# ---- reg_file_wb ----
Fig. 1: reg_file_wb, congestion heat map
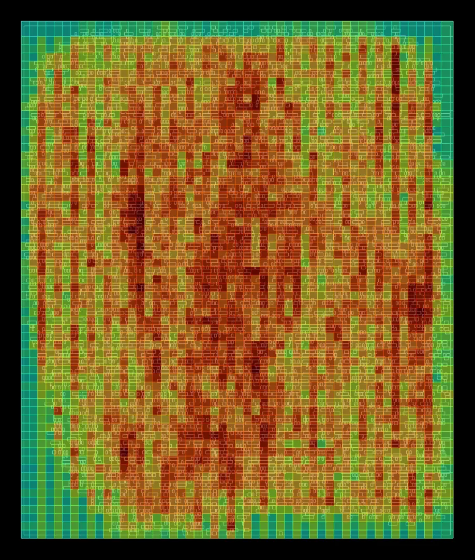

$ cat config.mk
export PLATFORM = sky130hd
export DESIGN_NAME = reg_file_wb
export DESIGN_NICKNAME = d
export VERILOG_FILES = /design/src/rtl/reg_file_wb_pkg.sv /design/src/rtl/reg_sb_counter.sv /design/src/rtl/reg_file_wb.sv
export SDC_FILE = /design/constraint.sdc
export NUM_CORES = 2
export LEC_CHECK = 0
export CAP_MARGIN = 20
export CELL_PAD_IN_SITES_DETAIL_PLACEMENT = 1
export CELL_PAD_IN_SITES_GLOBAL_PLACEMENT = 2
export CORE_ASPECT_RATIO = 1.2
export CORE_MARGIN = 2
export CORE_UTILIZATION = 37
export CTS_CLUSTER_SIZE = 12
export DETAILED_ROUTE_END_ITERATION = 10
export PLACE_DENSITY_LB_ADDON = 0.1
export SLEW_MARGIN = 40
export SYNTH_ARGS = -nofsm -noshare
export SYNTH_HDL_FRONTEND = slang
export SYNTH_SLANG_ARGS = --single-unit
$ cat constraint.sdc
create_clock -name clk -period 6.3 [get_ports clk]
set_input_delay 0.63 -clock clk [delete_from_list [all_inputs] [get_ports clk]]
set_output_delay 0.63 -clock clk [all_outputs]
set_load 0.05 [all_outputs]
$ cat src/rtl/reg_file_wb_pkg.sv
//------------------------------------------------------------------------------
// Module : reg_file_wb_pkg
// Brief  : Shared register-file constants, indices and scoreboard op helper.
// Rev    : 1.0  initial release
//------------------------------------------------------------------------------
`default_nettype none

package reg_file_wb_pkg;

   localparam int REG_ADDR_WIDTH = 5;
   localparam int REG_DATA_WIDTH = 32;
   localparam int REG_COUNT      = 2 ** REG_ADDR_WIDTH;

   localparam logic [REG_ADDR_WIDTH-1:0] REG_ZERO = 5'd0;
   localparam logic [REG_ADDR_WIDTH-1:0] REG_AT   = 5'd1;
   localparam logic [REG_ADDR_WIDTH-1:0] REG_V0   = 5'd2;
   localparam logic [REG_ADDR_WIDTH-1:0] REG_GP   = 5'd28;
   localparam logic [REG_ADDR_WIDTH-1:0] REG_SP   = 5'd29;
   localparam logic [REG_ADDR_WIDTH-1:0] REG_FP   = 5'd30;
   localparam logic [REG_ADDR_WIDTH-1:0] REG_RA   = 5'd31;

   typedef enum logic [1:0] {
      SB_HOLD = 2'd0,
      SB_INC  = 2'd1,
      SB_DEC  = 2'd2
   } sb_op_e;

   // A producer entering and one retiring in the same cycle cancel out.
   function automatic sb_op_e sb_op_decode(input logic inc, input logic dec);
      sb_op_e op;
      op = SB_HOLD;
      if (inc && !dec) op = SB_INC;
      if (dec && !inc) op = SB_DEC;
      return op;
   endfunction

endpackage

`default_nettype wire

$ cat src/rtl/reg_sb_counter.sv
//------------------------------------------------------------------------------
// Module : reg_sb_counter
// Brief  : Saturating in-flight producer counter with clear and misuse flag.
// Rev    : 1.0  initial release
//------------------------------------------------------------------------------
`default_nettype none

module reg_sb_counter
   import reg_file_wb_pkg::*;
#(
   parameter int CNT_WIDTH = 2
) (
   input  logic                 clk,
   input  logic                 reset,
   input  logic                 clr_i,
   input  logic                 inc_i,
   input  logic                 dec_i,
   output logic [CNT_WIDTH-1:0] cnt_o,
   output logic                 err_o
);

   localparam logic [CNT_WIDTH-1:0] C_MAX = {CNT_WIDTH{1'b1}};

   logic [CNT_WIDTH-1:0] cnt_q;
   sb_op_e               w_op;

   assign w_op  = sb_op_decode(inc_i, dec_i);
   assign cnt_o = cnt_q;

   // A clear squashes the issuing instruction, so neither edge case is an error.
   assign err_o = !clr_i && (((w_op == SB_INC) && (cnt_q == C_MAX)) ||
                             ((w_op == SB_DEC) && (cnt_q == '0)));

   always_ff @(posedge clk) begin
      if (reset || clr_i) begin
         cnt_q <= '0;
      end else if ((w_op == SB_INC) && (cnt_q != C_MAX)) begin
         cnt_q <= cnt_q + 1'b1;
      end else if ((w_op == SB_DEC) && (cnt_q != '0)) begin
         cnt_q <= cnt_q - 1'b1;
      end
   end

endmodule

`default_nettype wire

$ cat src/rtl/reg_file_wb.sv
//------------------------------------------------------------------------------
// Module : reg_file_wb
// Brief  : 32x32 register file, write-through read ports, producer scoreboard.
// Rev    : 1.0  initial release
//------------------------------------------------------------------------------
`default_nettype none

module reg_file_wb
   import reg_file_wb_pkg::*;
#(
   parameter int DATA_WIDTH = REG_DATA_WIDTH,
   parameter int ADDR_WIDTH = REG_ADDR_WIDTH,
   parameter int CNT_WIDTH  = 2
) (
   input  logic                  clk,
   input  logic                  reset,
   input  logic                  wr_en,
   input  logic [ADDR_WIDTH-1:0] wr_addr,
   input  logic [DATA_WIDTH-1:0] wr_data,
   input  logic                  issue_en,
   input  logic [ADDR_WIDTH-1:0] issue_addr,
   input  logic                  flush,
   input  logic [ADDR_WIDTH-1:0] rd_addr_a,
   input  logic [ADDR_WIDTH-1:0] rd_addr_b,
   output logic [DATA_WIDTH-1:0] rd_data_a,
   output logic [DATA_WIDTH-1:0] rd_data_b,
   output logic                  busy_a,
   output logic                  busy_b,
   output logic                  sb_err
);

   localparam int NREGS = 2 ** ADDR_WIDTH;
   localparam logic [ADDR_WIDTH-1:0] C_ZERO = ADDR_WIDTH'(REG_ZERO);

   logic [NREGS-1:0][DATA_WIDTH-1:0] regs_q;
   logic [NREGS-1:0][CNT_WIDTH-1:0]  w_cnt;
   logic [NREGS-1:0]                 w_err;
   logic [NREGS-1:0]                 w_wr_dec;
   logic [NREGS-1:0]                 w_iss_dec;
   logic                             sb_err_q;
   logic                             sb_err_d;
   logic                             w_hit_a;
   logic                             w_hit_b;
   logic [CNT_WIDTH-1:0]             w_pend_a;
   logic [CNT_WIDTH-1:0]             w_pend_b;

   always_comb begin
      w_wr_dec  = '0;
      w_iss_dec = '0;
      if (wr_en && (wr_addr != C_ZERO))        w_wr_dec[wr_addr]     = 1'b1;
      if (issue_en && (issue_addr != C_ZERO))  w_iss_dec[issue_addr] = 1'b1;
   end

   always_ff @(posedge clk) begin
      if (reset) begin
         regs_q <= '0;
      end else begin
         for (int r = 1; r < NREGS; r++) begin
            if (w_wr_dec[r]) regs_q[r] <= wr_data;
         end
      end
   end

   // Register 0 has no producer tracking; it can never be busy.
   assign w_cnt[0] = '0;
   assign w_err[0] = 1'b0;

   generate
      for (genvar r = 1; r < NREGS; r++) begin : g_sb
         reg_sb_counter #(
            .CNT_WIDTH (CNT_WIDTH)
         ) u_cnt (
            .clk   (clk),
            .reset (reset),
            .clr_i (flush),
            .inc_i (w_iss_dec[r]),
            .dec_i (w_wr_dec[r]),
            .cnt_o (w_cnt[r]),
            .err_o (w_err[r])
         );
      end
   endgenerate

   assign sb_err_d = sb_err_q | (|w_err);

   always_ff @(posedge clk) begin
      if (reset) sb_err_q <= 1'b0;
      else       sb_err_q <= sb_err_d;
   end

   assign sb_err = sb_err_q;

   assign w_hit_a = wr_en && (wr_addr == rd_addr_a);
   assign w_hit_b = wr_en && (wr_addr == rd_addr_b);

   always_comb begin
      rd_data_a = regs_q[rd_addr_a];
      if (w_hit_a)                rd_data_a = wr_data;
      if (rd_addr_a == C_ZERO)    rd_data_a = '0;
      rd_data_b = regs_q[rd_addr_b];
      if (w_hit_b)                rd_data_b = wr_data;
      if (rd_addr_b == C_ZERO)    rd_data_b = '0;
   end

   // A write retiring this cycle is bypassed, so it no longer counts as pending.
   assign w_pend_a = w_cnt[rd_addr_a] - CNT_WIDTH'(w_hit_a);
   assign w_pend_b = w_cnt[rd_addr_b] - CNT_WIDTH'(w_hit_b);
   assign busy_a   = (rd_addr_a != C_ZERO) && (w_pend_a != '0);
   assign busy_b   = (rd_addr_b != C_ZERO) && (w_pend_b != '0);

endmodule

`default_nettype wire

# ---- vga_timing_decoder_flat ----
### src/rtl/vga_timing_decoder_if.sv
// VGA timing stream as presented to the DAC: pixel strobe, active-low syncs,
// active-video flag and 24-bit RGB. The source drives master, the monitor listens on slave.
interface vga_timing_decoder_if;
  logic        pix_en;
  logic        hsync;
  logic        vsync;
  logic        blank_n;
  logic [23:0] rgb;

  modport master (output pix_en, hsync, vsync, blank_n, rgb);
  modport slave  (input  pix_en, hsync, vsync, blank_n, rgb);
endinterface

### src/rtl/vga_timing_decoder.sv
// Receive-side VGA timing monitor: relocks to the sync stream, rebuilds pixel coordinates and
// flags line/frame/blank errors. Optional per-frame RGB CRC-16 is enabled by VGA_DEC_CRC_EN.
module vga_timing_decoder #(
  parameter int H_SYNC      = 96,
  parameter int H_BP        = 48,
  parameter int H_ACTIVE    = 640,
  parameter int H_FP        = 16,
  parameter int V_SYNC      = 2,
  parameter int V_BP        = 33,
  parameter int V_ACTIVE    = 480,
  parameter int V_FP        = 10,
  parameter int LOCK_FRAMES = 2
) (
  input  logic                        clk,
  input  logic                        rst,
  vga_timing_decoder_if.slave         vid,
  input  logic                        err_clr,
  output logic [9:0]                  x_pos,
  output logic [9:0]                  y_pos,
  output logic                        pixel_valid,
  output logic                        frame_start,
  output logic                        locked,
  output logic [2:0]                  err_flags,
  output logic [15:0]                 frame_crc,
  output logic                        crc_valid
);

  localparam logic [1:0]  ST_SEARCH  = 2'd0;
  localparam logic [1:0]  ST_MEASURE = 2'd1;
  localparam logic [1:0]  ST_LOCKED  = 2'd2;
  localparam logic [10:0] H_TOTAL_C  = 11'(H_SYNC + H_BP + H_ACTIVE + H_FP);
  localparam logic [10:0] H_START_C  = 11'(H_SYNC + H_BP);
  localparam logic [10:0] H_END_C    = 11'(H_SYNC + H_BP + H_ACTIVE);
  localparam logic [9:0]  V_TOTAL_C  = 10'(V_SYNC + V_BP + V_ACTIVE + V_FP);
  localparam logic [9:0]  V_START_C  = 10'(V_SYNC + V_BP);
  localparam logic [9:0]  V_END_C    = 10'(V_SYNC + V_BP + V_ACTIVE);
  localparam logic [3:0]  LOCK_C     = 4'(LOCK_FRAMES);
  localparam logic [10:0] H_SAT_C    = 11'h7FF;

  logic [1:0]  state_r, state_nxt_s;
  logic [10:0] h_cnt_r, h_nxt_s;
  logic [9:0]  v_cnt_r, v_nxt_s;
  logic [3:0]  good_cnt_r, good_nxt_s;
  logic        hs_prev_r, vs_prev_r, first_line_r, first_nxt_s, frame_bad_r;
  logic        hs_fall_s, vs_fall_s, line_err_s, frame_err_s, timeout_s;
  logic        active_s, frame_good_s, pv_s, tracking_s;
  logic [2:0]  err_set_s, err_r;
  logic [9:0]  x_pos_r, y_pos_r;
  logic        pixel_valid_r, frame_start_r, locked_r;

  // Edge detection, counter next values, error conditions and lock FSM next state
  always_comb begin
    hs_fall_s    = vid.pix_en & hs_prev_r & ~vid.hsync;
    vs_fall_s    = vid.pix_en & vs_prev_r & ~vid.vsync;
    h_nxt_s      = h_cnt_r;
    v_nxt_s      = v_cnt_r;
    state_nxt_s  = state_r;
    good_nxt_s   = good_cnt_r;
    first_nxt_s  = first_line_r;
    if (hs_fall_s) begin
      h_nxt_s = 11'd0;
    end else if (h_cnt_r == H_SAT_C) begin
      h_nxt_s = H_SAT_C;
    end else begin
      h_nxt_s = h_cnt_r + 11'd1;
    end
    if (vs_fall_s) begin
      v_nxt_s = 10'd0;
    end else if (hs_fall_s) begin
      v_nxt_s = v_cnt_r + 10'd1;
    end else begin
      v_nxt_s = v_cnt_r;
    end
    line_err_s   = hs_fall_s & ~first_line_r & ((h_cnt_r + 11'd1) != H_TOTAL_C);
    timeout_s    = vid.pix_en & ~hs_fall_s & (h_cnt_r == 11'd2046);
    frame_err_s  = vs_fall_s & ((v_cnt_r + 10'd1) != V_TOTAL_C);
    frame_good_s = ~frame_bad_r & ~line_err_s & ~frame_err_s;
    active_s     = (h_nxt_s >= H_START_C) && (h_nxt_s < H_END_C) &&
                   (v_nxt_s >= V_START_C) && (v_nxt_s < V_END_C);
    tracking_s   = (state_r != ST_SEARCH);

    case (state_r)
      ST_SEARCH: begin
        if (vs_fall_s && !timeout_s) begin
          state_nxt_s = ST_MEASURE;
          good_nxt_s  = 4'd0;
        end else begin
          state_nxt_s = ST_SEARCH;
        end
      end
      ST_MEASURE: begin
        if (timeout_s) begin
          state_nxt_s = ST_SEARCH;
        end else if (vs_fall_s && frame_good_s) begin
          good_nxt_s = good_cnt_r + 4'd1;
          if ((good_cnt_r + 4'd1) >= LOCK_C) begin
            state_nxt_s = ST_LOCKED;
          end else begin
            state_nxt_s = ST_MEASURE;
          end
        end else if (vs_fall_s) begin
          good_nxt_s = 4'd0;
        end else begin
          state_nxt_s = ST_MEASURE;
        end
      end
      ST_LOCKED: begin
        if (line_err_s || frame_err_s || timeout_s) begin
          state_nxt_s = ST_SEARCH;
        end else begin
          state_nxt_s = ST_LOCKED;
        end
      end
      default: begin
        state_nxt_s = ST_SEARCH;
      end
    endcase

    // Line-period check is skipped for the first hsync fall after (re)entering SEARCH
    if (tracking_s && (state_nxt_s == ST_SEARCH)) begin
      first_nxt_s = 1'b1;
    end else if (hs_fall_s) begin
      first_nxt_s = 1'b0;
    end else begin
      first_nxt_s = first_line_r;
    end

    pv_s         = (state_nxt_s == ST_LOCKED) & active_s;
    err_set_s[0] = tracking_s & (line_err_s | timeout_s);
    err_set_s[1] = tracking_s & frame_err_s;
    err_set_s[2] = (state_r == ST_LOCKED) & vid.pix_en & (vid.blank_n != active_s);
  end

  // Timing state, coordinates and sticky error flags
  always_ff @(posedge clk) begin
    if (rst) begin
      state_r       <= ST_SEARCH;
      h_cnt_r       <= 11'd0;
      v_cnt_r       <= 10'd0;
      good_cnt_r    <= 4'd0;
      hs_prev_r     <= 1'b1;
      vs_prev_r     <= 1'b1;
      first_line_r  <= 1'b1;
      frame_bad_r   <= 1'b0;
      err_r         <= 3'b000;
      x_pos_r       <= 10'd0;
      y_pos_r       <= 10'd0;
      pixel_valid_r <= 1'b0;
      frame_start_r <= 1'b0;
      locked_r      <= 1'b0;
    end else begin
      err_r <= (err_clr ? 3'b000 : err_r) | err_set_s;
      if (vid.pix_en) begin
        hs_prev_r     <= vid.hsync;
        vs_prev_r     <= vid.vsync;
        h_cnt_r       <= h_nxt_s;
        v_cnt_r       <= v_nxt_s;
        state_r       <= state_nxt_s;
        good_cnt_r    <= good_nxt_s;
        first_line_r  <= first_nxt_s;
        frame_bad_r   <= vs_fall_s ? 1'b0 : (frame_bad_r | line_err_s);
        locked_r      <= (state_nxt_s == ST_LOCKED);
        pixel_valid_r <= pv_s;
        x_pos_r       <= pv_s ? 10'(h_nxt_s - H_START_C) : 10'd0;
        y_pos_r       <= pv_s ? (v_nxt_s - V_START_C) : 10'd0;
        frame_start_r <= vs_fall_s & (state_r == ST_LOCKED);
      end else begin
        frame_start_r <= 1'b0;
      end
    end
  end

  assign x_pos       = x_pos_r;
  assign y_pos       = y_pos_r;
  assign pixel_valid = pixel_valid_r;
  assign frame_start = frame_start_r;
  assign locked      = locked_r;
  assign err_flags   = err_r;

`ifdef VGA_DEC_CRC_EN
  logic [15:0] crc_run_r, frame_crc_r;
  logic        crc_valid_r;

  function automatic logic [15:0] crc16_24(input logic [15:0] crc_in, input logic [23:0] data);
    logic [15:0] c;
    c = crc_in;
    for (int i = 23; i >= 0; i--) begin
      if (c[15] ^ data[i]) begin
        c = {c[14:0], 1'b0} ^ 16'h1021;
      end else begin
        c = {c[14:0], 1'b0};
      end
    end
    return c;
  endfunction

  // Running CRC over visible pixels, published at each locked frame boundary
  always_ff @(posedge clk) begin
    if (rst) begin
      crc_run_r   <= 16'hFFFF;
      frame_crc_r <= 16'h0000;
      crc_valid_r <= 1'b0;
    end else if (vid.pix_en) begin
      crc_valid_r <= vs_fall_s & (state_r == ST_LOCKED);
      if (vs_fall_s) begin
        if (state_r == ST_LOCKED) begin
          frame_crc_r <= crc_run_r;
        end
        crc_run_r <= 16'hFFFF;
      end else if (pv_s) begin
        crc_run_r <= crc16_24(crc_run_r, vid.rgb);
      end
    end else begin
      crc_valid_r <= 1'b0;
    end
  end

  assign frame_crc = frame_crc_r;
  assign crc_valid = crc_valid_r;
`else
  logic rgb_unused_s;
  assign rgb_unused_s = ^vid.rgb;
  assign frame_crc    = 16'h0000;
  assign crc_valid    = 1'b0;
`endif

endmodule
### src/flat_wrapper.sv
// flat-port wrapper written by rule: the top's interface ports become plain ports
module vga_timing_decoder_flat 
#(
  parameter int H_SYNC      = 96,
  parameter int H_BP        = 48,
  parameter int H_ACTIVE    = 640,
  parameter int H_FP        = 16,
  parameter int V_SYNC      = 2,
  parameter int V_BP        = 33,
  parameter int V_ACTIVE    = 480,
  parameter int V_FP        = 10,
  parameter int LOCK_FRAMES = 2
)
  (clk, rst, err_clr, x_pos, y_pos, pixel_valid, frame_start, locked, err_flags, frame_crc, crc_valid, vid_pix_en, vid_hsync, vid_vsync, vid_blank_n, vid_rgb);
  vga_timing_decoder_if vid_i ();
  input  logic clk;
  input  logic rst;
  input  logic err_clr;
  output logic [9:0] x_pos;
  output logic [9:0] y_pos;
  output logic pixel_valid;
  output logic frame_start;
  output logic locked;
  output logic [2:0] err_flags;
  output logic [15:0] frame_crc;
  output logic crc_valid;
  input wire logic [$bits(vid_i.pix_en)-1:0] vid_pix_en;
  input wire logic [$bits(vid_i.hsync)-1:0] vid_hsync;
  input wire logic [$bits(vid_i.vsync)-1:0] vid_vsync;
  input wire logic [$bits(vid_i.blank_n)-1:0] vid_blank_n;
  input wire logic [$bits(vid_i.rgb)-1:0] vid_rgb;
  assign vid_i.pix_en = vid_pix_en;
  assign vid_i.hsync = vid_hsync;
  assign vid_i.vsync = vid_vsync;
  assign vid_i.blank_n = vid_blank_n;
  assign vid_i.rgb = vid_rgb;
  vga_timing_decoder #(.H_SYNC(H_SYNC), .H_BP(H_BP), .H_ACTIVE(H_ACTIVE), .H_FP(H_FP), .V_SYNC(V_SYNC), .V_BP(V_BP), .V_ACTIVE(V_ACTIVE), .V_FP(V_FP), .LOCK_FRAMES(LOCK_FRAMES)) u_core (.clk(clk), .rst(rst), .vid(vid_i), .err_clr(err_clr), .x_pos(x_pos), .y_pos(y_pos), .pixel_valid(pixel_valid), .frame_start(frame_start), .locked(locked), .err_flags(err_flags), .frame_crc(frame_crc), .crc_valid(crc_valid));
endmodule
### config.mk
export PLATFORM = sky130hd
export DESIGN_NAME = vga_timing_decoder_flat
export DESIGN_NICKNAME = d
export VERILOG_FILES = /design/src/rtl/vga_timing_decoder_if.sv /design/src/rtl/vga_timing_decoder.sv /design/src/flat_wrapper.sv
export SDC_FILE = /design/constraint.sdc
export NUM_CORES = 1
export LEC_CHECK = 0
export CORE_UTILIZATION = 40
export DETAILED_ROUTE_END_ITERATION = 10
export MAX_ROUTING_LAYER = met4
export PLACE_DENSITY = 0.69
export SYNTH_ARGS = -nofsm -noshare
export SYNTH_HDL_FRONTEND = slang
export SYNTH_SLANG_ARGS = --single-unit
### constraint.sdc
create_clock -name clk -period 6.4 [get_ports clk]
set_input_delay 1.28 -clock clk [delete_from_list [all_inputs] [get_ports clk]]
set_output_delay 1.28 -clock clk [all_outputs]
set_load 0.01 [all_outputs]
# ---- cmp_sort_ctrl ----
## src/rtl/cmp_sort_pkg.sv

```systemverilog
// Shared types and widths for the comparator-based in-place sorter.
package cmp_sort_pkg;

   localparam int DATA_W    = 16;
   localparam int DEPTH_MAX = 16;
   localparam int PASS_W    = $clog2(DEPTH_MAX);

   typedef enum logic [1:0] {
      IDLE   = 2'd0,
      SCAN   = 2'd1,
      FINISH = 2'd2
   } state_t;

endpackage

```

## src/rtl/comparator_16b.sv

```systemverilog
// Unsigned 16-bit magnitude comparator; purely combinational so the sorter
// can compare and swap a pair within one cycle.
module comparator_16b (
   input  logic [15:0] a,
   input  logic [15:0] b,
   output logic        great,
   output logic        less,
   output logic        equal
);

   assign great = (a > b);
   assign less  = (a < b);
   assign equal = (a == b);

endmodule

```

## src/rtl/cmp_sort_ctrl.sv

```systemverilog
// Bubble-sort sequencer (early exit) sharing one comparator_16b over a small
// register file. Define CMP_SORT_SWAP_COUNT_EN to add the swap_count output.
module cmp_sort_ctrl
   import cmp_sort_pkg::*;
#(
   parameter int DEPTH      = 4,
   parameter bit DESCENDING = 1'b0
) (
   input  logic                     clk,
   input  logic                     rst,
   input  logic                     wr_en,
   input  logic [$clog2(DEPTH)-1:0] wr_addr,
   input  logic [DATA_W-1:0]        wr_data,
   input  logic                     start,
   input  logic [$clog2(DEPTH)-1:0] rd_addr,
   output logic [DATA_W-1:0]        rd_data,
   output logic                     busy,
   output logic                     done
`ifdef CMP_SORT_SWAP_COUNT_EN
  ,output logic [7:0]               swap_count
`endif
);

   localparam int AW = $clog2(DEPTH);

   logic [DATA_W-1:0] mem_r [DEPTH];
   state_t            state_r;
   logic [AW-1:0]     j_r;
   logic [AW-1:0]     j_nxt_s;
   logic [PASS_W-1:0] pass_r;
   logic              swapped_r;
   logic              busy_r;
   logic              done_r;
   logic [DATA_W-1:0] a_s;
   logic [DATA_W-1:0] b_s;
   logic              gt_s;
   logic              lt_s;
   logic              eq_s;
   logic              swap_s;
   logic              pass_end_s;
   logic              sort_over_s;
`ifdef CMP_SORT_SWAP_COUNT_EN
   logic [7:0]        swap_count_r;
`endif

   assign j_nxt_s = j_r + AW'(1);

   // Comparator operand select: the current pair in SCAN, entries 0/1 otherwise.
   always_comb begin
      a_s = mem_r[0];
      b_s = mem_r[1];
      if (state_r == SCAN) begin
         a_s = mem_r[j_r];
         b_s = mem_r[j_nxt_s];
      end else begin
         a_s = mem_r[0];
         b_s = mem_r[1];
      end
   end

   comparator_16b u_cmp (
      .a     (a_s),
      .b     (b_s),
      .great (gt_s),
      .less  (lt_s),
      .equal (eq_s)
   );

   // Equal pairs never swap, which keeps the sort stable.
   assign swap_s      = (state_r == SCAN) && !eq_s && (DESCENDING ? lt_s : gt_s);
   assign pass_end_s  = (j_r == AW'(DEPTH - 2));
   assign sort_over_s = !(swapped_r || swap_s) || (pass_r == PASS_W'(DEPTH - 2));

   // Combinational read port, guarded for non-power-of-two depths.
   always_comb begin
      rd_data = '0;
      if (int'(rd_addr) < DEPTH) begin
         rd_data = mem_r[rd_addr];
      end else begin
         rd_data = '0;
      end
   end

   // Sequencer FSM together with register file, counters and status flags.
   always_ff @(posedge clk) begin
      if (rst) begin
         for (int i = 0; i < DEPTH; i++) begin
            mem_r[i] <= '0;
         end
         state_r   <= IDLE;
         j_r       <= '0;
         pass_r    <= '0;
         swapped_r <= 1'b0;
         busy_r    <= 1'b0;
         done_r    <= 1'b0;
      end else begin
         case (state_r)
            IDLE: begin
               done_r <= 1'b0;
               if (wr_en && (int'(wr_addr) < DEPTH)) begin
                  mem_r[wr_addr] <= wr_data;
               end
               if (start) begin
                  state_r   <= SCAN;
                  j_r       <= '0;
                  pass_r    <= '0;
                  swapped_r <= 1'b0;
                  busy_r    <= 1'b1;
               end
            end
            SCAN: begin
               if (swap_s) begin
                  mem_r[j_r]     <= b_s;
                  mem_r[j_nxt_s] <= a_s;
               end
               if (pass_end_s) begin
                  j_r       <= '0;
                  swapped_r <= 1'b0;
                  if (sort_over_s) begin
                     state_r <= FINISH;
                     done_r  <= 1'b1;
                  end else begin
                     pass_r <= pass_r + PASS_W'(1);
                  end
               end else begin
                  j_r       <= j_nxt_s;
                  swapped_r <= swapped_r | swap_s;
               end
            end
            FINISH: begin
               state_r   <= IDLE;
               done_r    <= 1'b0;
               busy_r    <= 1'b0;
               j_r       <= '0;
               pass_r    <= '0;
               swapped_r <= 1'b0;
            end
            default: begin
               state_r   <= IDLE;
               done_r    <= 1'b0;
               busy_r    <= 1'b0;
               j_r       <= '0;
               pass_r    <= '0;
               swapped_r <= 1'b0;
            end
         endcase
      end
   end

`ifdef CMP_SORT_SWAP_COUNT_EN
   // Saturating count of swaps in the most recent sort.
   always_ff @(posedge clk) begin
      if (rst) begin
         swap_count_r <= 8'd0;
      end else if ((state_r == IDLE) && start) begin
         swap_count_r <= 8'd0;
      end else if (swap_s && (swap_count_r != 8'hFF)) begin
         swap_count_r <= swap_count_r + 8'd1;
      end else begin
         swap_count_r <= swap_count_r;
      end
   end

   assign swap_count = swap_count_r;
`endif

   assign busy = busy_r;
   assign done = done_r;

endmodule
```

## config.mk

```make
export PLATFORM = sky130hd
export DESIGN_NAME = cmp_sort_ctrl
export DESIGN_NICKNAME = d
export VERILOG_FILES = /design/src/rtl/cmp_sort_pkg.sv /design/src/rtl/comparator_16b.sv /design/src/rtl/cmp_sort_ctrl.sv
export SDC_FILE = /design/constraint.sdc
export NUM_CORES = 1
export LEC_CHECK = 0
export ABC_CLOCK_PERIOD_IN_PS = 6900
export CAP_MARGIN = 20
export CORE_MARGIN = 2
export CORE_UTILIZATION = 55
export DETAILED_ROUTE_END_ITERATION = 8
export PLACE_DENSITY_LB_ADDON = 0.1
export SYNTH_ARGS = -nofsm -noshare
export SYNTH_HDL_FRONTEND = slang
export SYNTH_SLANG_ARGS = --single-unit
```

## constraint.sdc

```tcl
create_clock -name clk -period 6.9 [get_ports clk]
set_input_delay 1.035 -clock clk [delete_from_list [all_inputs] [get_ports clk]]
set_output_delay 1.035 -clock clk [all_outputs]
set_load 0.005 [all_outputs]
```

# ---- ram512_dma_flat ----
[config.mk]
export PLATFORM = sky130hd
export DESIGN_NAME = ram512_dma_flat
export DESIGN_NICKNAME = d
export VERILOG_FILES = /design/src/rtl/ram512_dma_if.sv /design/src/rtl/ram512_dma.sv /design/src/flat_wrapper.sv
export SDC_FILE = /design/constraint.sdc
export NUM_CORES = 1
export LEC_CHECK = 0
export ABC_AREA = 1
export CAP_MARGIN = 20
export CORE_ASPECT_RATIO = 1.4
export CORE_MARGIN = 5
export CORE_UTILIZATION = 48
export DETAILED_ROUTE_END_ITERATION = 8
export HOLD_SLACK_MARGIN = 0.05
export PLACE_DENSITY_LB_ADDON = 0.1
export SETUP_SLACK_MARGIN = 0.05
export SYNTH_ARGS = -nofsm -noshare
export SYNTH_HDL_FRONTEND = slang
export SYNTH_SLANG_ARGS = --single-unit
[constraint.sdc]
create_clock -name clk -period 5.1 [get_ports clk]
set_input_delay 1.02 -clock clk [delete_from_list [all_inputs] [get_ports clk]]
set_output_delay 1.02 -clock clk [all_outputs]
set_load 0.02 [all_outputs]
[src/rtl/ram512_dma_if.sv]
// Bus bundle between the DMA sequencer, its host/command side and the 512-word RAM.
interface ram512_dma_if #(
  parameter int ADDR_W = 9,
  parameter int DATA_W = 16
);
  logic              start;
  logic              mode;
  logic [ADDR_W-1:0] src_addr;
  logic [ADDR_W-1:0] dst_addr;
  logic [ADDR_W:0]   length;
  logic [DATA_W-1:0] fill_value;
  logic              host_load;
  logic [ADDR_W-1:0] host_address;
  logic [DATA_W-1:0] host_value;
  logic [DATA_W-1:0] ram_out;
  logic              ram_load;
  logic [ADDR_W-1:0] ram_address;
  logic [DATA_W-1:0] ram_value;
  logic              busy;
  logic              done;

  // Sequencer side
  modport slave (
    input  start, mode, src_addr, dst_addr, length, fill_value,
    input  host_load, host_address, host_value, ram_out,
    output ram_load, ram_address, ram_value, busy, done
  );

  // Host/environment side
  modport master (
    output start, mode, src_addr, dst_addr, length, fill_value,
    output host_load, host_address, host_value, ram_out,
    input  ram_load, ram_address, ram_value, busy, done
  );
endinterface

[src/rtl/ram512_dma.sv]
// Fill/copy sequencer in front of a 512-word RAM with one-cycle registered read.
// When idle the host port passes straight through to the RAM.
//
// state | meaning
// IDLE  | host owns the RAM, waiting for start
// FILL  | one pattern write per cycle at the destination pointer
// CP_RD | present the source address; RAM registers the word at the edge
// CP_WR | write the returned word to the destination pointer
module ram512_dma #(
  parameter int ADDR_W = 9,
  parameter int DATA_W = 16
) (
  input logic        clk,
  input logic        reset,
  ram512_dma_if.slave bus
);

  typedef enum logic [1:0] {S_IDLE, S_FILL, S_CP_RD, S_CP_WR} state_t;

  localparam logic [ADDR_W:0] MAX_LEN = {1'b1, {ADDR_W{1'b0}}};
  localparam logic [ADDR_W:0] ONE     = {{ADDR_W{1'b0}}, 1'b1};

  state_t            state_q, state_d;
  logic              mode_q, mode_d;
  logic [ADDR_W-1:0] src_q, src_d;
  logic [ADDR_W-1:0] dst_q, dst_d;
  logic [DATA_W-1:0] fill_q, fill_d;
  logic [ADDR_W:0]   rem_q, rem_d;
  logic              done_q, done_d;

  logic [ADDR_W:0]   len_clamp;
  logic              ram_load;
  logic [ADDR_W-1:0] ram_address;
  logic [DATA_W-1:0] ram_value;

  assign len_clamp = (bus.length > MAX_LEN) ? MAX_LEN : bus.length;

  // State and captured-command registers; rem_q counts words still to write.
  always_ff @(posedge clk) begin
    if (reset) begin
      state_q <= S_IDLE;
      mode_q  <= 1'b0;
      src_q   <= '0;
      dst_q   <= '0;
      fill_q  <= '0;
      rem_q   <= '0;
      done_q  <= 1'b0;
    end else begin
      state_q <= state_d;
      mode_q  <= mode_d;
      src_q   <= src_d;
      dst_q   <= dst_d;
      fill_q  <= fill_d;
      rem_q   <= rem_d;
      done_q  <= done_d;
    end
  end

  // Next-state logic and RAM port mux; pointers wrap naturally at 9 bits.
  always_comb begin
    state_d     = state_q;
    mode_d      = mode_q;
    src_d       = src_q;
    dst_d       = dst_q;
    fill_d      = fill_q;
    rem_d       = rem_q;
    done_d      = 1'b0;
    ram_load    = 1'b0;
    ram_address = dst_q;
    ram_value   = fill_q;

    unique case (state_q)
      S_IDLE: begin
        ram_load    = bus.host_load;
        ram_address = bus.host_address;
        ram_value   = bus.host_value;
        if (bus.start) begin
          mode_d = bus.mode;
          src_d  = bus.src_addr;
          dst_d  = bus.dst_addr;
          fill_d = bus.fill_value;
          rem_d  = len_clamp;
          if (len_clamp == '0) begin
            done_d = 1'b1;
          end else begin
            state_d = bus.mode ? S_CP_RD : S_FILL;
          end
        end
      end
      S_FILL: begin
        ram_load    = 1'b1;
        ram_address = dst_q;
        ram_value   = fill_q;
        dst_d       = dst_q + 1'b1;
        rem_d       = rem_q - 1'b1;
        if (rem_q == ONE) begin
          state_d = S_IDLE;
          done_d  = 1'b1;
        end
      end
      S_CP_RD: begin
        ram_address = src_q;
        src_d       = src_q + 1'b1;
        state_d     = S_CP_WR;
      end
      S_CP_WR: begin
        ram_load    = 1'b1;
        ram_address = dst_q;
        ram_value   = bus.ram_out;
        dst_d       = dst_q + 1'b1;
        rem_d       = rem_q - 1'b1;
        if (rem_q == ONE) begin
          state_d = S_IDLE;
          done_d  = 1'b1;
        end else begin
          state_d = S_CP_RD;
        end
      end
      default: state_d = S_IDLE;
    endcase

    // No write may slip through while reset is asserted.
    if (reset) ram_load = 1'b0;
  end

  assign bus.ram_load    = ram_load;
  assign bus.ram_address = ram_address;
  assign bus.ram_value   = ram_value;
  assign bus.busy        = (state_q != S_IDLE);
  assign bus.done        = done_q;

endmodule

[src/flat_wrapper.sv]
// flat-port wrapper written by rule: the top's interface ports become plain ports
module ram512_dma_flat 
#(
  parameter int ADDR_W = 9,
  parameter int DATA_W = 16
)
  (clk, reset, bus_start, bus_mode, bus_src_addr, bus_dst_addr, bus_length, bus_fill_value, bus_host_load, bus_host_address, bus_host_value, bus_ram_out, bus_ram_load, bus_ram_address, bus_ram_value, bus_busy, bus_done);
  ram512_dma_if #(.ADDR_W(ADDR_W), .DATA_W(DATA_W)) bus_i ();
  input logic clk;
  input logic reset;
  input wire logic [$bits(bus_i.start)-1:0] bus_start;
  input wire logic [$bits(bus_i.mode)-1:0] bus_mode;
  input wire logic [$bits(bus_i.src_addr)-1:0] bus_src_addr;
  input wire logic [$bits(bus_i.dst_addr)-1:0] bus_dst_addr;
  input wire logic [$bits(bus_i.length)-1:0] bus_length;
  input wire logic [$bits(bus_i.fill_value)-1:0] bus_fill_value;
  input wire logic [$bits(bus_i.host_load)-1:0] bus_host_load;
  input wire logic [$bits(bus_i.host_address)-1:0] bus_host_address;
  input wire logic [$bits(bus_i.host_value)-1:0] bus_host_value;
  input wire logic [$bits(bus_i.ram_out)-1:0] bus_ram_out;
  output wire logic [$bits(bus_i.ram_load)-1:0] bus_ram_load;
  output wire logic [$bits(bus_i.ram_address)-1:0] bus_ram_address;
  output wire logic [$bits(bus_i.ram_value)-1:0] bus_ram_value;
  output wire logic [$bits(bus_i.busy)-1:0] bus_busy;
  output wire logic [$bits(bus_i.done)-1:0] bus_done;
  assign bus_i.start = bus_start;
  assign bus_i.mode = bus_mode;
  assign bus_i.src_addr = bus_src_addr;
  assign bus_i.dst_addr = bus_dst_addr;
  assign bus_i.length = bus_length;
  assign bus_i.fill_value = bus_fill_value;
  assign bus_i.host_load = bus_host_load;
  assign bus_i.host_address = bus_host_address;
  assign bus_i.host_value = bus_host_value;
  assign bus_i.ram_out = bus_ram_out;
  assign bus_ram_load = bus_i.ram_load;
  assign bus_ram_address = bus_i.ram_address;
  assign bus_ram_value = bus_i.ram_value;
  assign bus_busy = bus_i.busy;
  assign bus_done = bus_i.done;
  ram512_dma #(.ADDR_W(ADDR_W), .DATA_W(DATA_W)) u_core (.clk(clk), .reset(reset), .bus(bus_i));
endmodule

==> layout pictures side by side <==
Sizing map.
Drawn at 4 px/um.
Plate I
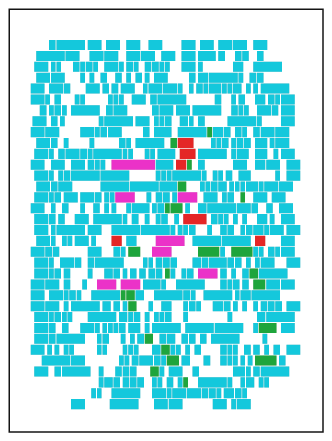
Plate II
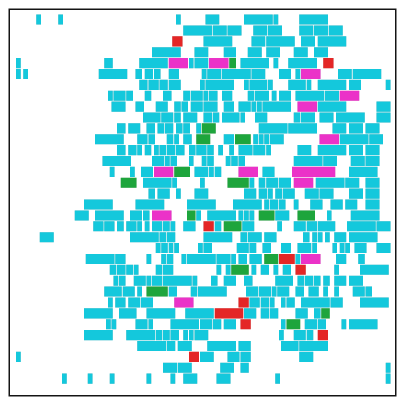
Plate III
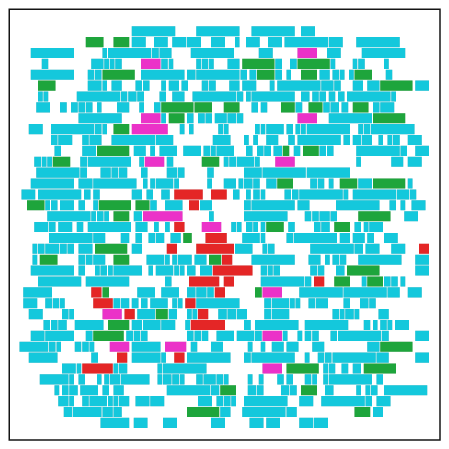
Plate II: vga_timing_decoder_flat
Plate III: cmp_sort_ctrl
Plate I: ram512_dma_flat

Fig. 2: cmp_sort_ctrl, selected gate families
Drawn at 4 px/um.
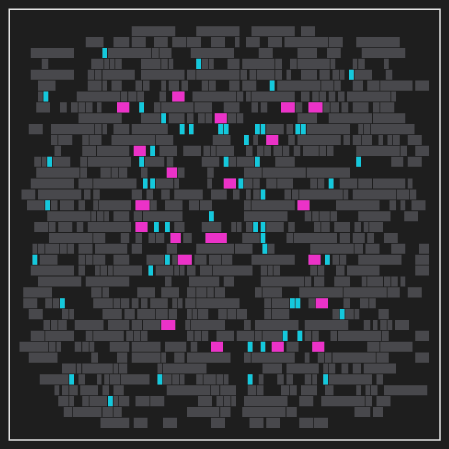
inverters -> cyan  # cells 52, most used inv_1
AND-OR and OR-AND gates -> magenta  # cells 21, most used a22o_1
share of cell area taken by multi-input logic gates: 0.497
number of standard cells in the layout, taps in and fillers out: 782
most instantiated logic cell after routing: sky130_fd_sc_hd__edfxtp_1

==> impl_results.rst, cmp_sort_ctrl <==
Run summary
-----------

.. list-table::
   :header-rows: 1

   * - Metric
     - Value
   * - Clock skew
     - around 0.0086 ns
   * - Worst IR drop on VDD
     - 114 uV
   * - Sum of net half-perimeters after detailed placement
     - approximately 11,000 um
   * - Crit path DAT
     - ~5.4 ns
   * - Final Max Slew Viols
     - 0
   * - Syn_area_per_cell
     - about 9.4 um^2
   * - Number of sequential storage elements
     - approximately 77
   * - Count of flip-flops with a built-in enable after synthesis
     - 64
   * - Drt total wl
     - about 17,000 um
   * - Count of inverters other than clock inverters in the layout
     - approximately 52
   * - Uppermost layer routed
     - met4
   * - F_max
     - ~180 MHz
   * - Critical register-to-register path startpoint
     - state_r[0]
   * - Total power consumption of the routed design
     - around 1.4 mW
   * - Fraction of layout instances using a drive strength above 1
     - 0.142
   * - Depth of the most critical reg-to-reg path
     - 13
   * - Worst reg-to-reg setup slack
     - 1.49 ns
   * - Cell count in the Yosys report
     - around 630
   * - Run status
     - finished, final reports clean
   * - Worst slew slack as a fraction of its limit
     - 0.312
   * - Log Warnings
     - 33
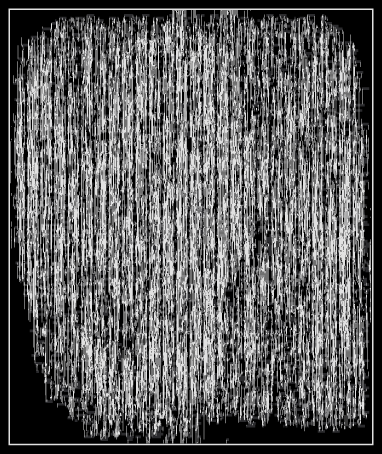
Fig. 3. Metal 2 (reg_file_wb).
Drawn at 1 px/um.
share of all routed wire = 48%
longest straight run = 164 um

About Fig. 1:
most crowded layer after global routing: met2
met2 global-route usage: 0.583

==> impl_results.rst, reg_file_wb <==
Run summary
-----------

.. list-table::
   :header-rows: 1

   * - Metric
     - Value
   * - Met2 routed WL
     - 132,000 um
   * - I/O Buffers
     - roughly 120
   * - Cell count in the Yosys report
     - around 6,600
   * - Share of the core filled with cells in the final layout
     - 0.420
   * - Non-clk buf share
     - 0.0542
   * - Storage element area
     - between 0.02 and 0.025 mm^2
   * - Sequential cell area share
     - 0.329
   * - TritonCTS clock tree
     - yes
   * - Number of diodes added for antenna fixing
     - 1
   * - Fraction of the core area occupied by cells at floorplan
     - 0.373
   * - Critical register-to-register path startpoint
     - g_sb[5].u_cnt.cnt_o[1]
   * - Number of instances on the worst hold path
     - 3
   * - Run status
     - finished, final reports clean
   * - Largest buffer count on any clock path
     - 3
   * - Critical path peak fanout
     - 12
   * - Crit path DAT
     - a little under 5 ns
   * - Combinational share of power
     - 0.095
   * - Fraction of area in clock buffers and inverters
     - 0.0620
   * - Class of the most critical setup path
     - input pin to primary output
   * - Uppermost layer routed
     - met5
   * - Worst slew slack as a fraction of its limit
     - 0.368
   * - Number of placed cells counting well taps
     - roughly 8,200
   * - Number of max-cap violations
     - 0
   * - Dominant power group
     - clock
   * - Drt total wl
     - ~280,000 um
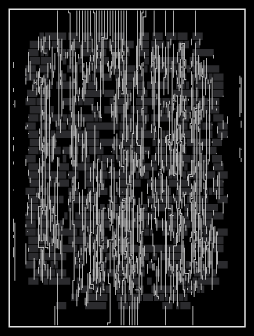
Fig. 4. Metal 2 (ram512_dma_flat).
Drawn at 3 px/um.
nets with wire on the layer = 537
main direction = vertical
longest straight run = 43.2 um
vias after detailed routing: 3,526
met2 global-route usage: 0.398
drt total wl: 9380 um

==> impl_results.rst, ram512_dma_flat <==
Run summary
-----------

.. list-table::
   :header-rows: 1

   * - Metric
     - Value
   * - Run status
     - finished, final reports clean
   * - Biggest cell delay along the critical path
     - 0.63 ns
   * - Maximum number of pins on one net before global-route repair
     - 30
   * - Die area
     - between 0.008 and 0.009 mm^2
   * - Critical path peak fanout
     - 17
   * - Syn_area_per_cell
     - 6.53 um^2
   * - Post-layout net count
     - slightly below 700
   * - Launching element type of the critical path
     - register
   * - Total CTS buffers
     - 5
   * - RD Place Congestion
     - between 0.8 and 0.9
   * - Non-clk buf share
     - 0.274
   * - Clock skew
     - between 0.01 and 0.015 ns
   * - Largest registers in the final layout
     - u_core.fill_q x16, u_core.rem_q x10
   * - Adder-cell share of the synthesized area
     - 0.0321
   * - Synth area leader
     - sky130_fd_sc_hd__dfxtp_1
   * - Area of the core
     - ~0.0063 mm^2
   * - Area share of and-or/or-and cells after synthesis
     - 0.282
   * - Share of the core filled with cells in the final layout
     - 0.698
   * - Seq. pwr
     - 657 uW
   * - Setup fix buffers added after clock tree synthesis
     - 0
   * - Synthesized-area fraction occupied by and/or/nand/nor cells
     - 0.280
   * - Crit. path cell count
     - 6
   * - Storage element area
     - 941 um^2
   * - Clock net sink count
     - between 40 and 50
   * - End of the critical path
     - bus_ram_value[10]
   * - Combinational power
     - between 1.5 and 2 mW
   * - Dominant power group
     - combinational cells
   * - Most crowded layer after global routing
     - met2
   * - Sum of net half-perimeters after detailed placement
     - ~7000 um
   * - Bufs and invs on worst path
     - 3
Fig. 5: vga_timing_decoder_flat, metal 2
Drawn at 3 px/um.
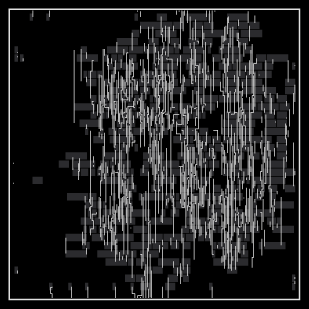
nets with wire on the layer = 400
main direction = vertical
share of all routed wire = 47%
met2 global-route usage: 0.294
drt total wl: 7950 um
vias after detailed routing: 3,053

==> impl_results.rst, vga_timing_decoder_flat <==
Run summary
-----------

.. list-table::
   :header-rows: 1

   * - Metric
     - Value
   * - Run status
     - finished, final reports clean
   * - Critical path launch point
     - vid_pix_en
   * - Global routing met1 resource utilization
     - 0.232
   * - Most crowded layer after global routing
     - met2
   * - Total power consumption of the routed design
     - 785 uW
   * - Pre-CTS WS
     - 1.70 ns
   * - Dominant power group
     - sequential cells
   * - Width of the die
     - 96.2 um
   * - Total of cells resized after clock tree synthesis
     - 0
   * - Area of the core
     - approximately 0.0087 mm^2
   * - Clock edge transition at the registers on the reported setup and hold paths
     - approximately 0.07 ns
   * - Initial antenna violation count
     - 0
   * - F_max
     - 229 MHz
   * - Clk pwr share
     - 0.460
   * - Number of flip-flops in the largest register
     - 11
   * - Min-Delay Endpoint
     - u_core.x_pos[1]
   * - Bufs and invs on worst path
     - 2
   * - Non-clk buf share
     - 0.0903
   * - Number of non-clock buffers in the layout
     - 38
   * - Fraction of area in clock buffers and inverters
     - 0.0532
   * - Via density
     - about 5.5
   * - CP top delay family
     - simple AND/OR/NAND/NOR gates
   * - Seq. pwr
     - roughly 370 uW
   * - Critical register-to-register path startpoint
     - u_core.h_cnt_r[0]
   * - Number of clock buffers in the layout
     - 12
   * - Post-layout net count
     - around 480


==> screenshots <==
Metal 3.
image #1
Drawn at 3 px/um.
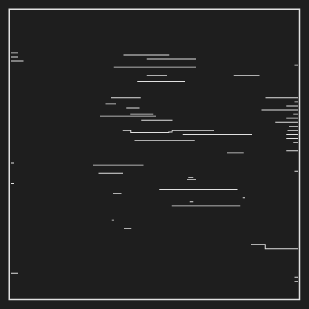
image #2
Drawn at 3 px/um.
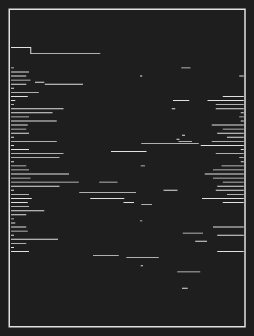
image #3
Drawn at 2 px/um.
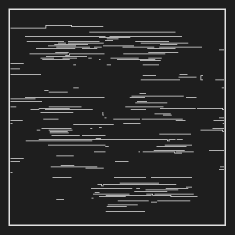
image #4
Drawn at 1 px/um.
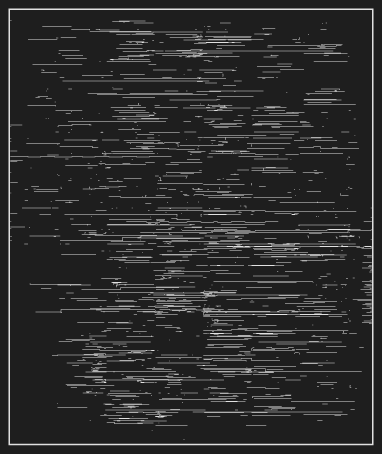
vga_timing_decoder_flat: image #1
cmp_sort_ctrl: image #3
ram512_dma_flat: image #2
reg_file_wb: image #4

Key to image #3:
main direction = horizontal
longest straight run = 64.2 um
nets with wire on the layer = 95
share of all routed wire = 11%


==> notes/layouts.md <==
Pictures saved along the way, in no particular order.

Congestion heat map.
shot_01.png
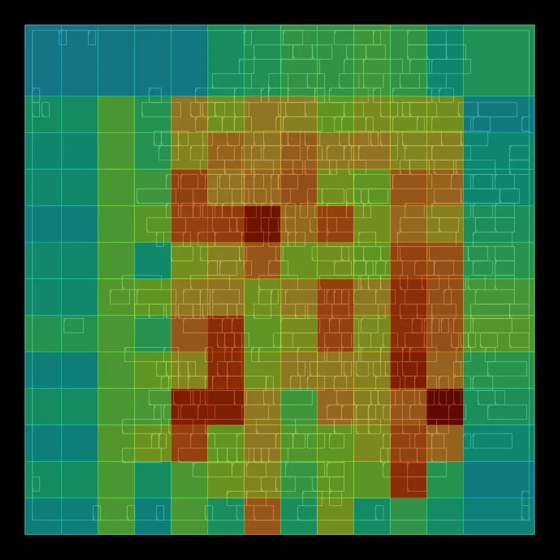
shot_02.png
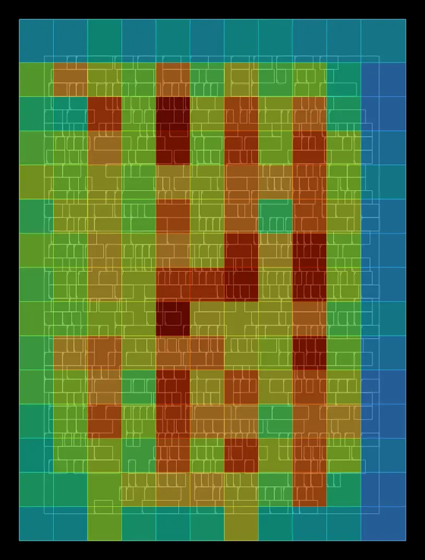
shot_03.png
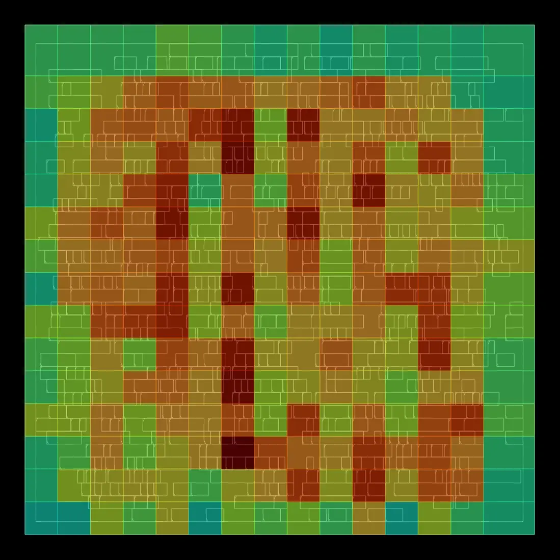
- shot_02.png = ram512_dma_flat
- shot_03.png = cmp_sort_ctrl
- shot_01.png = vga_timing_decoder_flat
- most wire per cell: shot_03.png
- lowest track usage: shot_01.png

Power figures rest on the tool's default switching activity, not on a simulated workload.
